# ---- fft_butterfly_flat ----
==> fft_butterfly_flat/flops_by_reg.png <==
(1 px per um) Other sequential cells in the stronger grey, the rest of the logic in the fainter grey.
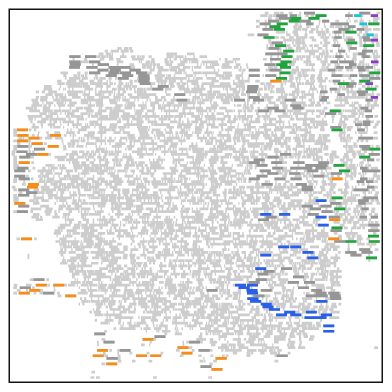

--- src/rtl/fft_pkg.sv ---
// fft_pkg: shared definitions for the FFT datapath (twiddle ROM, stage
// controller, butterfly).
//   - WORD_SIZE / N defaults and the derived widths
//   - complex packing helpers: {real, imag}, each Q1.(WORD_SIZE-1)
//   - W*B rounding constant and the saturating narrow function
// Build macro BFLY_SAT_EN selects saturating (defined) or wrapping
// (undefined) narrowing of the W*B components in cmplx_mult.
package fft_pkg;
    localparam int WORD_SIZE = 16;
    localparam int N         = 32;
    localparam int TAG_W     = $clog2(N);
    localparam int CW        = 2 * WORD_SIZE;      // packed complex word
    localparam int PW        = 2 * WORD_SIZE;      // one real product
    localparam int SW        = 2 * WORD_SIZE + 1;  // sum/difference of two products
    localparam int HW        = WORD_SIZE + 1;      // butterfly add/sub width

    // Half an LSB of the Q1.(WORD_SIZE-1) result, applied before the >>> (WORD_SIZE-1)
    localparam logic signed [SW-1:0] RND_C = SW'(2 ** (WORD_SIZE - 2));

    typedef logic signed [WORD_SIZE-1:0] comp_t;
    typedef logic        [CW-1:0]        cplx_t;

    // Payload that travels alongside the multiplier stages
    typedef struct packed {
        cplx_t            a;
        logic [TAG_W-1:0] tag;
    } stage_t;

    function automatic comp_t re(input cplx_t c);
        return comp_t'(c[CW-1:WORD_SIZE]);
    endfunction

    function automatic comp_t im(input cplx_t c);
        return comp_t'(c[WORD_SIZE-1:0]);
    endfunction

    // Clamp a rounded/shifted value to the WORD_SIZE signed range. The value
    // fits when every bit from the sign position of the narrow word upward agrees.
    function automatic comp_t sat(input logic signed [SW-1:0] v);
        logic [SW-WORD_SIZE:0] hi;
        hi = v[SW-1:WORD_SIZE-1];
        if (&hi || ~|hi) return v[WORD_SIZE-1:0];
        return v[SW-1] ? {1'b1, {(WORD_SIZE-1){1'b0}}} : {1'b0, {(WORD_SIZE-1){1'b1}}};
    endfunction
endpackage

--- src/rtl/fft_butterfly_if.sv ---
// fft_butterfly_if: valid/ready streaming bus of the butterfly.
//   Input side : in_valid, in_ready, a, b, twiddle, in_tag
//   Output side: out_valid, out_ready, x0, x1, out_tag
// Modports: slave (the butterfly), master (the producer/consumer driving it).
interface fft_butterfly_if;
    import fft_pkg::*;

    logic             in_valid;
    logic             in_ready;
    cplx_t            a;
    cplx_t            b;
    cplx_t            twiddle;
    logic [TAG_W-1:0] in_tag;
    logic             out_valid;
    logic             out_ready;
    cplx_t            x0;
    cplx_t            x1;
    logic [TAG_W-1:0] out_tag;

    modport slave (
        input  in_valid, a, b, twiddle, in_tag, out_ready,
        output in_ready, out_valid, x0, x1, out_tag
    );

    modport master (
        output in_valid, a, b, twiddle, in_tag, out_ready,
        input  in_ready, out_valid, x0, x1, out_tag
    );
endinterface

--- src/rtl/fft_butterfly_cmplx_mult.sv ---
// cmplx_mult: W*B complex multiply, latency 2 under the shared advance.
//   S1 registers B and W, S2 registers the four signed products; the
//   combine, round and narrow to WORD_SIZE run combinationally after S2.
// Ports:
//   clk   : clock
//   i_adv : pipeline advance (global stall when low)
//   i_b   : operand B {re, im}
//   i_w   : twiddle W {re, im}
//   o_wb  : W*B {re, im}, rounded and narrowed
// Narrowing: saturating with BFLY_SAT_EN defined, two's-complement wrap otherwise.
module cmplx_mult
    import fft_pkg::*;
(
    input  logic  clk,
    input  logic  i_adv,
    input  cplx_t i_b,
    input  cplx_t i_w,
    output cplx_t o_wb
);
    cplx_t                r_b, r_w;
    logic signed [PW-1:0] r_rr, r_ii, r_ri, r_ir;
    logic signed [SW-1:0] w_re_sum, w_im_sum, w_re_sh, w_im_sh;
    comp_t                w_re, w_im;

    // Data registers only; validity is tracked by the caller's valid pipe
    always_ff @(posedge clk) begin
        if (i_adv) begin
            r_b  <= i_b;
            r_w  <= i_w;
            r_rr <= PW'(re(r_b)) * PW'(re(r_w));
            r_ii <= PW'(im(r_b)) * PW'(im(r_w));
            r_ri <= PW'(re(r_b)) * PW'(im(r_w));
            r_ir <= PW'(im(r_b)) * PW'(re(r_w));
        end
    end

    assign w_re_sum = SW'(r_rr) - SW'(r_ii) + RND_C;
    assign w_im_sum = SW'(r_ri) + SW'(r_ir) + RND_C;
    assign w_re_sh  = w_re_sum >>> (WORD_SIZE - 1);
    assign w_im_sh  = w_im_sum >>> (WORD_SIZE - 1);

`ifdef BFLY_SAT_EN
    assign w_re = sat(w_re_sh);
    assign w_im = sat(w_im_sh);
`else
    assign w_re = w_re_sh[WORD_SIZE-1:0];
    assign w_im = w_im_sh[WORD_SIZE-1:0];
    // Upper bits are dropped by the wrap
    logic w_unused_hi;
    assign w_unused_hi = ^{w_re_sh[SW-1:WORD_SIZE], w_im_sh[SW-1:WORD_SIZE]};
`endif

    assign o_wb = {w_re, w_im};
endmodule

--- src/rtl/fft_butterfly.sv ---
// fft_butterfly: pipelined radix-2 DIT butterfly, 3 stages, 1 result/cycle.
//   x0 = (A + W*B)/2, x1 = (A - W*B)/2, each component rounded half-up.
// Ports:
//   clk : clock, rising edge
//   rst : synchronous active-high reset (clears valids, x0, x1, out_tag)
//   bus : fft_butterfly_if.slave (in_valid/in_ready/a/b/twiddle/in_tag,
//         out_valid/out_ready/x0/x1/out_tag)
// Build macro BFLY_SAT_EN: saturating W*B narrowing (see cmplx_mult).
module fft_butterfly
    import fft_pkg::*;
(
    input  logic           clk,
    input  logic           rst,
    fft_butterfly_if.slave bus
);
    logic                 w_adv;
    logic [3:1]           r_vld_pipe;
    stage_t               r_s1, r_s2;
    cplx_t                w_wb;
    cplx_t                r_x0, r_x1;
    logic [TAG_W-1:0]     r_tag;
    logic signed [HW-1:0] w_s0_re, w_s0_im, w_s1_re, w_s1_im;
    logic                 w_unused_lsb;

    // Whole pipe moves together; it only stops while a result waits on the consumer
    assign w_adv         = !r_vld_pipe[3] || bus.out_ready;
    assign bus.in_ready  = w_adv;
    assign bus.out_valid = r_vld_pipe[3];
    assign bus.x0        = r_x0;
    assign bus.x1        = r_x1;
    assign bus.out_tag   = r_tag;

    cmplx_mult u_mult (
        .clk   (clk),
        .i_adv (w_adv),
        .i_b   (bus.b),
        .i_w   (bus.twiddle),
        .o_wb  (w_wb)
    );

    // A and tag ride alongside the two multiplier stages
    always_ff @(posedge clk) begin
        if (w_adv) begin
            r_s1 <= '{a: bus.a, tag: bus.in_tag};
            r_s2 <= r_s1;
        end
    end

    // (a +/- wb + 1) >>> 1 in WORD_SIZE+1 bits; bits [HW-1:1] are the result
    assign w_s0_re = HW'(re(r_s2.a)) + HW'(re(w_wb)) + HW'(1);
    assign w_s0_im = HW'(im(r_s2.a)) + HW'(im(w_wb)) + HW'(1);
    assign w_s1_re = HW'(re(r_s2.a)) - HW'(re(w_wb)) + HW'(1);
    assign w_s1_im = HW'(im(r_s2.a)) - HW'(im(w_wb)) + HW'(1);
    assign w_unused_lsb = ^{w_s0_re[0], w_s0_im[0], w_s1_re[0], w_s1_im[0]};

    always_ff @(posedge clk) begin
        if (rst) begin
            r_vld_pipe <= '0;
            r_x0       <= '0;
            r_x1       <= '0;
            r_tag      <= '0;
        end else if (w_adv) begin
            r_vld_pipe <= {r_vld_pipe[2:1], bus.in_valid};
            r_x0       <= {w_s0_re[HW-1:1], w_s0_im[HW-1:1]};
            r_x1       <= {w_s1_re[HW-1:1], w_s1_im[HW-1:1]};
            r_tag      <= r_s2.tag;
        end
    end
endmodule

--- src/flat_wrapper.sv ---
// flat-port wrapper written by rule: the top's interface ports become plain ports
module fft_butterfly_flat import fft_pkg::*;
  (clk, rst, bus_in_valid, bus_a, bus_b, bus_twiddle, bus_in_tag, bus_out_ready, bus_in_ready, bus_out_valid, bus_x0, bus_x1, bus_out_tag);
  fft_butterfly_if bus_i ();
  input  logic clk;
  input  logic rst;
  input wire logic [$bits(bus_i.in_valid)-1:0] bus_in_valid;
  input wire logic [$bits(bus_i.a)-1:0] bus_a;
  input wire logic [$bits(bus_i.b)-1:0] bus_b;
  input wire logic [$bits(bus_i.twiddle)-1:0] bus_twiddle;
  input wire logic [$bits(bus_i.in_tag)-1:0] bus_in_tag;
  input wire logic [$bits(bus_i.out_ready)-1:0] bus_out_ready;
  output wire logic [$bits(bus_i.in_ready)-1:0] bus_in_ready;
  output wire logic [$bits(bus_i.out_valid)-1:0] bus_out_valid;
  output wire logic [$bits(bus_i.x0)-1:0] bus_x0;
  output wire logic [$bits(bus_i.x1)-1:0] bus_x1;
  output wire logic [$bits(bus_i.out_tag)-1:0] bus_out_tag;
  assign bus_i.in_valid = bus_in_valid;
  assign bus_i.a = bus_a;
  assign bus_i.b = bus_b;
  assign bus_i.twiddle = bus_twiddle;
  assign bus_i.in_tag = bus_in_tag;
  assign bus_i.out_ready = bus_out_ready;
  assign bus_in_ready = bus_i.in_ready;
  assign bus_out_valid = bus_i.out_valid;
  assign bus_x0 = bus_i.x0;
  assign bus_x1 = bus_i.x1;
  assign bus_out_tag = bus_i.out_tag;
  fft_butterfly u_core (.clk(clk), .rst(rst), .bus(bus_i));
endmodule
--- config.mk ---
export PLATFORM = sky130hd
export DESIGN_NAME = fft_butterfly_flat
export DESIGN_NICKNAME = d
export VERILOG_FILES = /design/src/rtl/fft_pkg.sv /design/src/rtl/fft_butterfly_if.sv /design/src/rtl/fft_butterfly_cmplx_mult.sv /design/src/rtl/fft_butterfly.sv /design/src/flat_wrapper.sv
export SDC_FILE = /design/constraint.sdc
export NUM_CORES = 2
export LEC_CHECK = 0
export CAP_MARGIN = 20
export CORE_UTILIZATION = 40
export CTS_BUF_LIST = sky130_fd_sc_hd__clkbuf_2
export DETAILED_ROUTE_END_ITERATION = 8
export SYNTH_ARGS = -nofsm -noshare
export SYNTH_HDL_FRONTEND = slang
export SYNTH_SLANG_ARGS = --single-unit
--- constraint.sdc ---
create_clock -name clk -period 27.5 [get_ports clk]
set_input_delay 4.125 -clock clk [delete_from_list [all_inputs] [get_ports clk]]
set_output_delay 4.125 -clock clk [all_outputs]
set_load 0.03 [all_outputs]
# ---- synchronous_true_dual_port_ram ----
[config.mk]
export PLATFORM = sky130hd
export DESIGN_NAME = synchronous_true_dual_port_ram
export DESIGN_NICKNAME = d
export VERILOG_FILES = /design/src/rtl/synchronous_true_dual_port_ram_pkg.sv /design/src/rtl/synchronous_true_dual_port_ram_clear_sequencer.sv /design/src/rtl/synchronous_true_dual_port_ram.sv
export SDC_FILE = /design/constraint.sdc
export NUM_CORES = 1
export LEC_CHECK = 0
export ABC_AREA = 0
export CAP_MARGIN = 15
export CORE_MARGIN = 4
export CORE_UTILIZATION = 61
export CTS_CLUSTER_DIAMETER = 60
export DETAILED_ROUTE_END_ITERATION = 8
export HOLD_SLACK_MARGIN = 0.05
export PLACE_DENSITY = 0.86
export SETUP_SLACK_MARGIN = 0.5
export SLEW_MARGIN = 25
export SYNTH_ARGS = -nofsm -noshare
export SYNTH_HDL_FRONTEND = slang
export SYNTH_SLANG_ARGS = --single-unit
export TNS_END_PERCENT = 5
[constraint.sdc]
create_clock -name clock -period 3.1 [get_ports clock]
set_input_delay 0.465 -clock clock [delete_from_list [all_inputs] [get_ports clock]]
set_output_delay 0.465 -clock clock [all_outputs]
set_load 0.005 [all_outputs]
[src/rtl/synchronous_true_dual_port_ram_pkg.sv]
// Shared encodings for the dual-port RAM family: cross-port read-during-write
// selection, write-write collision priority and the clear sequencer state.
package synchronous_true_dual_port_ram_pkg;

    // READ_DURING_WRITE encodings
    localparam int RDW_OLD = 0;
    localparam int RDW_NEW = 1;

    // COLLISION_PRIORITY encodings
    localparam int COLLISION_PORT_0 = 0;
    localparam int COLLISION_PORT_1 = 1;

    typedef enum logic {
        CLEAR_CLEARING = 1'b0,
        CLEAR_READY    = 1'b1
    } clear_state_t;

endpackage

[src/rtl/synchronous_true_dual_port_ram_clear_sequencer.sv]
// Post-reset clear sequencer: walks every word address once, asserting a
// write strobe per word, then raises ready until the next reset.
module memory_clear_sequencer
    import synchronous_true_dual_port_ram_pkg::*;
#(
    parameter int DEPTH         = 16,
    parameter int ADDRESS_WIDTH = $clog2(DEPTH)
) (
    input  logic                     i_clock,
    input  logic                     i_reset,
    output logic                     o_ready,
    output logic [ADDRESS_WIDTH-1:0] o_clear_address,
    output logic                     o_clear_write
);

    localparam logic [ADDRESS_WIDTH-1:0] LAST_ADDRESS = ADDRESS_WIDTH'(DEPTH - 1);

    clear_state_t             r_state;
    clear_state_t             w_next_state;
    logic [ADDRESS_WIDTH-1:0] r_count;
    logic [ADDRESS_WIDTH-1:0] w_next_count;

    // State and counter register; reset restarts the clear from word 0
    always_ff @(posedge i_clock) begin
        if (i_reset) begin
            r_state <= CLEAR_CLEARING;
            r_count <= '0;
        end else begin
            r_state <= w_next_state;
            r_count <= w_next_count;
        end
    end

    // Next-state: advance one word per cycle, leave after the last word
    always_comb begin
        w_next_state = r_state;
        w_next_count = r_count;
        case (r_state)
            CLEAR_CLEARING: begin
                if (r_count == LAST_ADDRESS) begin
                    w_next_state = CLEAR_READY;
                end else begin
                    w_next_count = r_count + 1'b1;
                end
            end
            CLEAR_READY: begin
                w_next_state = CLEAR_READY;
            end
            default: begin
                w_next_state = CLEAR_CLEARING;
                w_next_count = '0;
            end
        endcase
    end

    // Outputs decoded from the current state
    always_comb begin
        o_clear_write   = (r_state == CLEAR_CLEARING);
        o_ready         = (r_state == CLEAR_READY);
        o_clear_address = r_count;
    end

endmodule

[src/rtl/synchronous_true_dual_port_ram.sv]
// Single-clock true dual-port RAM with per-byte write enables, selectable
// cross-port read-during-write, priority-resolved write collisions and a
// hardware clear after reset. Read latency is 1 or 2 cycles.
module synchronous_true_dual_port_ram
    import synchronous_true_dual_port_ram_pkg::*;
#(
    parameter int               WIDTH              = 8,
    parameter int               DEPTH              = 16,
    parameter int               BYTE_WIDTH         = 8,
    parameter int               OUTPUT_REGISTER    = 0,
    parameter int               READ_DURING_WRITE  = RDW_OLD,
    parameter int               COLLISION_PRIORITY = COLLISION_PORT_0,
    parameter logic [WIDTH-1:0] RESET_VALUE        = '0,
    parameter int               ADDRESS_WIDTH      = $clog2(DEPTH),
    parameter int               BYTE_COUNT         = WIDTH / BYTE_WIDTH
) (
    input  logic                     clock,
    input  logic                     reset,
    output logic                     ready,
    input  logic                     port_0_access_enable,
    input  logic                     port_0_write,
    input  logic [ADDRESS_WIDTH-1:0] port_0_address,
    input  logic [WIDTH-1:0]         port_0_write_data,
    input  logic [BYTE_COUNT-1:0]    port_0_byte_enable,
    output logic [WIDTH-1:0]         port_0_read_data,
    output logic                     port_0_read_valid,
    input  logic                     port_1_access_enable,
    input  logic                     port_1_write,
    input  logic [ADDRESS_WIDTH-1:0] port_1_address,
    input  logic [WIDTH-1:0]         port_1_write_data,
    input  logic [BYTE_COUNT-1:0]    port_1_byte_enable,
    output logic [WIDTH-1:0]         port_1_read_data,
    output logic                     port_1_read_valid,
    output logic                     write_collision
);

    localparam int unsigned HIGH_PORT = (COLLISION_PRIORITY == COLLISION_PORT_1) ? 1 : 0;
    localparam int unsigned LOW_PORT  = 1 - HIGH_PORT;

    logic [WIDTH-1:0]         r_memory [DEPTH];

    logic                     w_ready;
    logic [ADDRESS_WIDTH-1:0] w_clear_address;
    logic                     w_clear_write;
    logic                     w_active;

    logic [1:0]               w_access;
    logic [1:0]               w_write;
    logic [ADDRESS_WIDTH-1:0] w_address     [2];
    logic [WIDTH-1:0]         w_write_data  [2];
    logic [BYTE_COUNT-1:0]    w_byte_enable [2];

    logic [1:0]               w_in_range;
    logic [1:0]               w_do_write;
    logic [1:0]               w_do_read;
    logic [WIDTH-1:0]         w_read_word   [2];
    logic                     w_collision_now;

    logic [1:0]               r_s1_valid;
    logic [WIDTH-1:0]         r_s1_data     [2];
    logic [1:0]               w_out_valid;
    logic [WIDTH-1:0]         w_out_data    [2];
    logic                     r_collision;

    function automatic logic [WIDTH-1:0] f_merge(
        input logic [WIDTH-1:0]      old_word,
        input logic [WIDTH-1:0]      new_word,
        input logic [BYTE_COUNT-1:0] mask
    );
        logic [WIDTH-1:0] merged;
        merged = old_word;
        for (int unsigned b = 0; b < BYTE_COUNT; b++) begin
            if (mask[b]) begin
                merged[b*BYTE_WIDTH +: BYTE_WIDTH] = new_word[b*BYTE_WIDTH +: BYTE_WIDTH];
            end
        end
        return merged;
    endfunction

    memory_clear_sequencer #(
        .DEPTH         (DEPTH),
        .ADDRESS_WIDTH (ADDRESS_WIDTH)
    ) u_clear_sequencer (
        .i_clock         (clock),
        .i_reset         (reset),
        .o_ready         (w_ready),
        .o_clear_address (w_clear_address),
        .o_clear_write   (w_clear_write)
    );

    assign ready            = w_ready;
    assign w_active         = w_ready & ~reset;
    assign w_access         = {port_1_access_enable, port_0_access_enable};
    assign w_write          = {port_1_write, port_0_write};
    assign w_address[0]     = port_0_address;
    assign w_address[1]     = port_1_address;
    assign w_write_data[0]  = port_0_write_data;
    assign w_write_data[1]  = port_1_write_data;
    assign w_byte_enable[0] = port_0_byte_enable;
    assign w_byte_enable[1] = port_1_byte_enable;

    // Per-port request qualification and address range check
    always_comb begin
        w_in_range = '0;
        w_do_write = '0;
        w_do_read  = '0;
        for (int unsigned p = 0; p < 2; p++) begin
            w_in_range[p] = 32'(w_address[p]) < 32'(DEPTH);
            w_do_write[p] = w_active & w_access[p] & w_write[p] & w_in_range[p];
            w_do_read[p]  = w_active & w_access[p] & ~w_write[p];
        end
    end

    // Read word per port, optionally forwarding the other port's same-address write
    always_comb begin
        w_read_word = '{default: '0};
        for (int unsigned p = 0; p < 2; p++) begin
            w_read_word[p] = w_in_range[p] ? r_memory[w_address[p]] : '0;
            if (READ_DURING_WRITE == RDW_NEW && w_do_write[1-p] &&
                w_address[1-p] == w_address[p]) begin
                w_read_word[p] = f_merge(w_read_word[p], w_write_data[1-p], w_byte_enable[1-p]);
            end
        end
    end

    // Collision only when both ports write the same word with overlapping masks
    always_comb begin
        w_collision_now = w_do_write[0] & w_do_write[1] &
                          (w_address[0] == w_address[1]) &
                          (|(w_byte_enable[0] & w_byte_enable[1]));
    end

    // Memory array: clear writes, otherwise byte-masked port writes.
    // The priority port is issued last so its bytes win on overlap.
    always_ff @(posedge clock) begin
        if (w_clear_write) begin
            r_memory[w_clear_address] <= RESET_VALUE;
        end else begin
            for (int unsigned b = 0; b < BYTE_COUNT; b++) begin
                if (w_do_write[LOW_PORT] && w_byte_enable[LOW_PORT][b]) begin
                    r_memory[w_address[LOW_PORT]][b*BYTE_WIDTH +: BYTE_WIDTH] <=
                        w_write_data[LOW_PORT][b*BYTE_WIDTH +: BYTE_WIDTH];
                end
            end
            for (int unsigned b = 0; b < BYTE_COUNT; b++) begin
                if (w_do_write[HIGH_PORT] && w_byte_enable[HIGH_PORT][b]) begin
                    r_memory[w_address[HIGH_PORT]][b*BYTE_WIDTH +: BYTE_WIDTH] <=
                        w_write_data[HIGH_PORT][b*BYTE_WIDTH +: BYTE_WIDTH];
                end
            end
        end
    end

    // First read stage; data only updates on a read so it holds otherwise
    always_ff @(posedge clock) begin
        if (reset) begin
            r_s1_valid <= '0;
            r_s1_data  <= '{default: '0};
        end else begin
            for (int unsigned p = 0; p < 2; p++) begin
                r_s1_valid[p] <= w_do_read[p];
                if (w_do_read[p]) begin
                    r_s1_data[p] <= w_read_word[p];
                end
            end
        end
    end

    generate
        if (OUTPUT_REGISTER != 0) begin : g_output_register
            logic [1:0]       r_s2_valid;
            logic [WIDTH-1:0] r_s2_data [2];

            // Optional second read stage for latency 2
            always_ff @(posedge clock) begin
                if (reset) begin
                    r_s2_valid <= '0;
                    r_s2_data  <= '{default: '0};
                end else begin
                    r_s2_valid <= r_s1_valid;
                    for (int unsigned p = 0; p < 2; p++) begin
                        if (r_s1_valid[p]) begin
                            r_s2_data[p] <= r_s1_data[p];
                        end
                    end
                end
            end

            assign w_out_valid   = r_s2_valid;
            assign w_out_data[0] = r_s2_data[0];
            assign w_out_data[1] = r_s2_data[1];
        end else begin : g_direct_output
            assign w_out_valid   = r_s1_valid;
            assign w_out_data[0] = r_s1_data[0];
            assign w_out_data[1] = r_s1_data[1];
        end
    endgenerate

    // Registered one-cycle collision flag
    always_ff @(posedge clock) begin
        if (reset) begin
            r_collision <= 1'b0;
        end else begin
            r_collision <= w_collision_now;
        end
    end

    assign port_0_read_valid = w_out_valid[0];
    assign port_1_read_valid = w_out_valid[1];
    assign port_0_read_data  = w_out_data[0];
    assign port_1_read_data  = w_out_data[1];
    assign write_collision   = r_collision;

endmodule

==> synchronous_true_dual_port_ram/placement_by_type.png <==
(4 px per um) Fill, decap, tap and diode cells in grey.
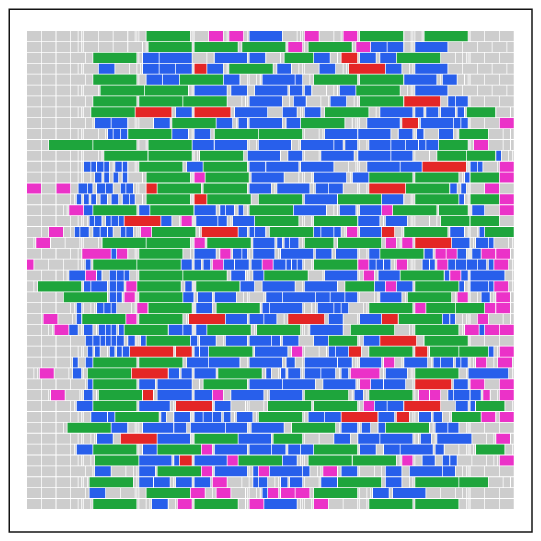
- sequential cells: green (cells 152)
- combinational and other logic: blue (cells 428)
- clock drivers and dummy loads: red (cells 32)
- remaining buffers and delay cells: magenta (cells 96)

==> results_dict.tcl, synchronous_true_dual_port_ram <==
# collected from the flow reports
set metrics [dict create \
    ys.flop_type "sky130_fd_sc_hd__edfxtp_1" \
    final_layout_size_suffix_gt1_frac 0.3715 \
    post_synth_most_frequent_cells "sky130_fd_sc_hd__edfxtp_1 (128), sky130_fd_sc_hd__mux2_2 (67), sky130_fd_sc_hd__mux4_2 (60)" \
    final.period_utilization 0.8186 \
    grt.total_usage 0.3353 \
    endpoint "r_memory[13][4]$_DFFE_PP_" \
    worstPathArrival_ps 2740 \
    routedWlPerCell_um 30.39 \
    grt_max_degree 36 \
    first_pass_grt_wire_length_um 40810 \
    maxUsedRoutingLayer "met4" \
    routed-wl-met2_um 12320 \
    clock_skew_ps 6.797 \
    clk_pin_slew_ps 70 \
    antennaDiodeCount 0 \
    cts-buffers-inserted 17 \
    outcome "finished clean" \
    area.share.combinational 0.4207 \
    tool_warnings 27 \
    largest_register_ffs 128 \
    postSynthSeqShare 0.4740 \
    taps 184 \
]
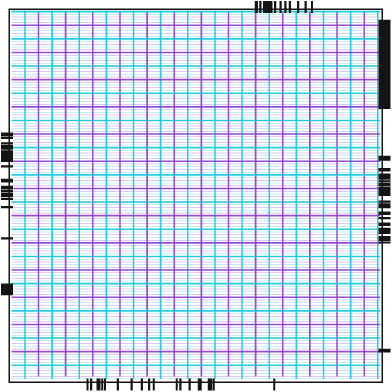
(fft_butterfly_flat/power_grid.png)
(1 px per um) Pins as bars on the die edge.
- VSS: cyan
- VDD: purple
- rows: 135
- met5 straps: 27
- met1 rails: 136
- met4 straps: 27
- signal pins: 176

About fft_butterfly_flat/flops_by_reg.png:
- `u_core.u_mult.r_rr`: blue (sequential cells 31; where south-east)
- `u_core.bus.out_tag`: purple (sequential cells 5; where north-east)
- `u_core.r_s2`: green (sequential cells 37)
- `u_core.u_mult.r_b`: orange (sequential cells 32)
- `u_core.r_vld_pipe`: cyan (sequential cells 3)
- not coloured: 226

==> results_dict.tcl, fft_butterfly_flat <==
# collected from the flow reports
set metrics [dict create \
    worstPathArrival_ps 6280 \
    detail-route-antenna-nets 0 \
    biggestCellCategory "logic gates" \
    timing.hold.worst.class "register to register" \
    lay_top_cells "sky130_fd_sc_hd__inv_1 (1267), sky130_fd_sc_hd__fa_1 (1028), sky130_fd_sc_hd__nand2_1 (642)" \
    placement.cell_area_sq_mm 0.05833 \
    synth.comb.largest_family "adder cells" \
    layout.nonclk_buf_frac 0.03848 \
    tool_warnings 45 \
    final_max_slew_viol_count 0 \
    endpoint_class_of_the_critical_path "output pin" \
    total_nets_after_synthesis 7259 \
    number_of_cells_on_the_critical_path 4 \
    worst_setup_path_startpoint "bus_out_ready" \
    outcome "finished clean" \
    io_pins 176 \
    ys.flop_type "sky130_fd_sc_hd__edfxtp_1" \
]


==> notes/layouts.md <==
Pictures saved along the way, in no particular order.

Track usage over the die.
picture 1
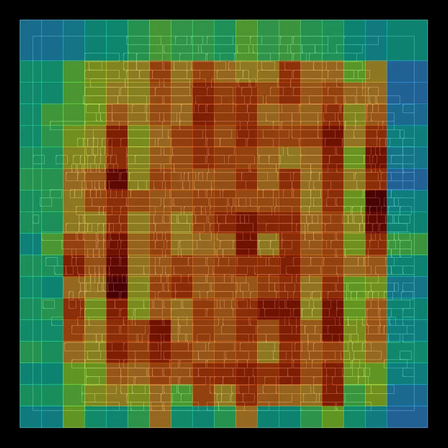
picture 2
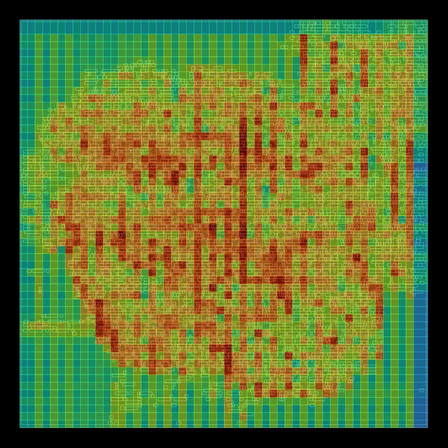
Picture 1 comes from synchronous_true_dual_port_ram.
Picture 2 comes from fft_butterfly_flat.
- highest utilization: picture 1
- highest track usage: picture 1

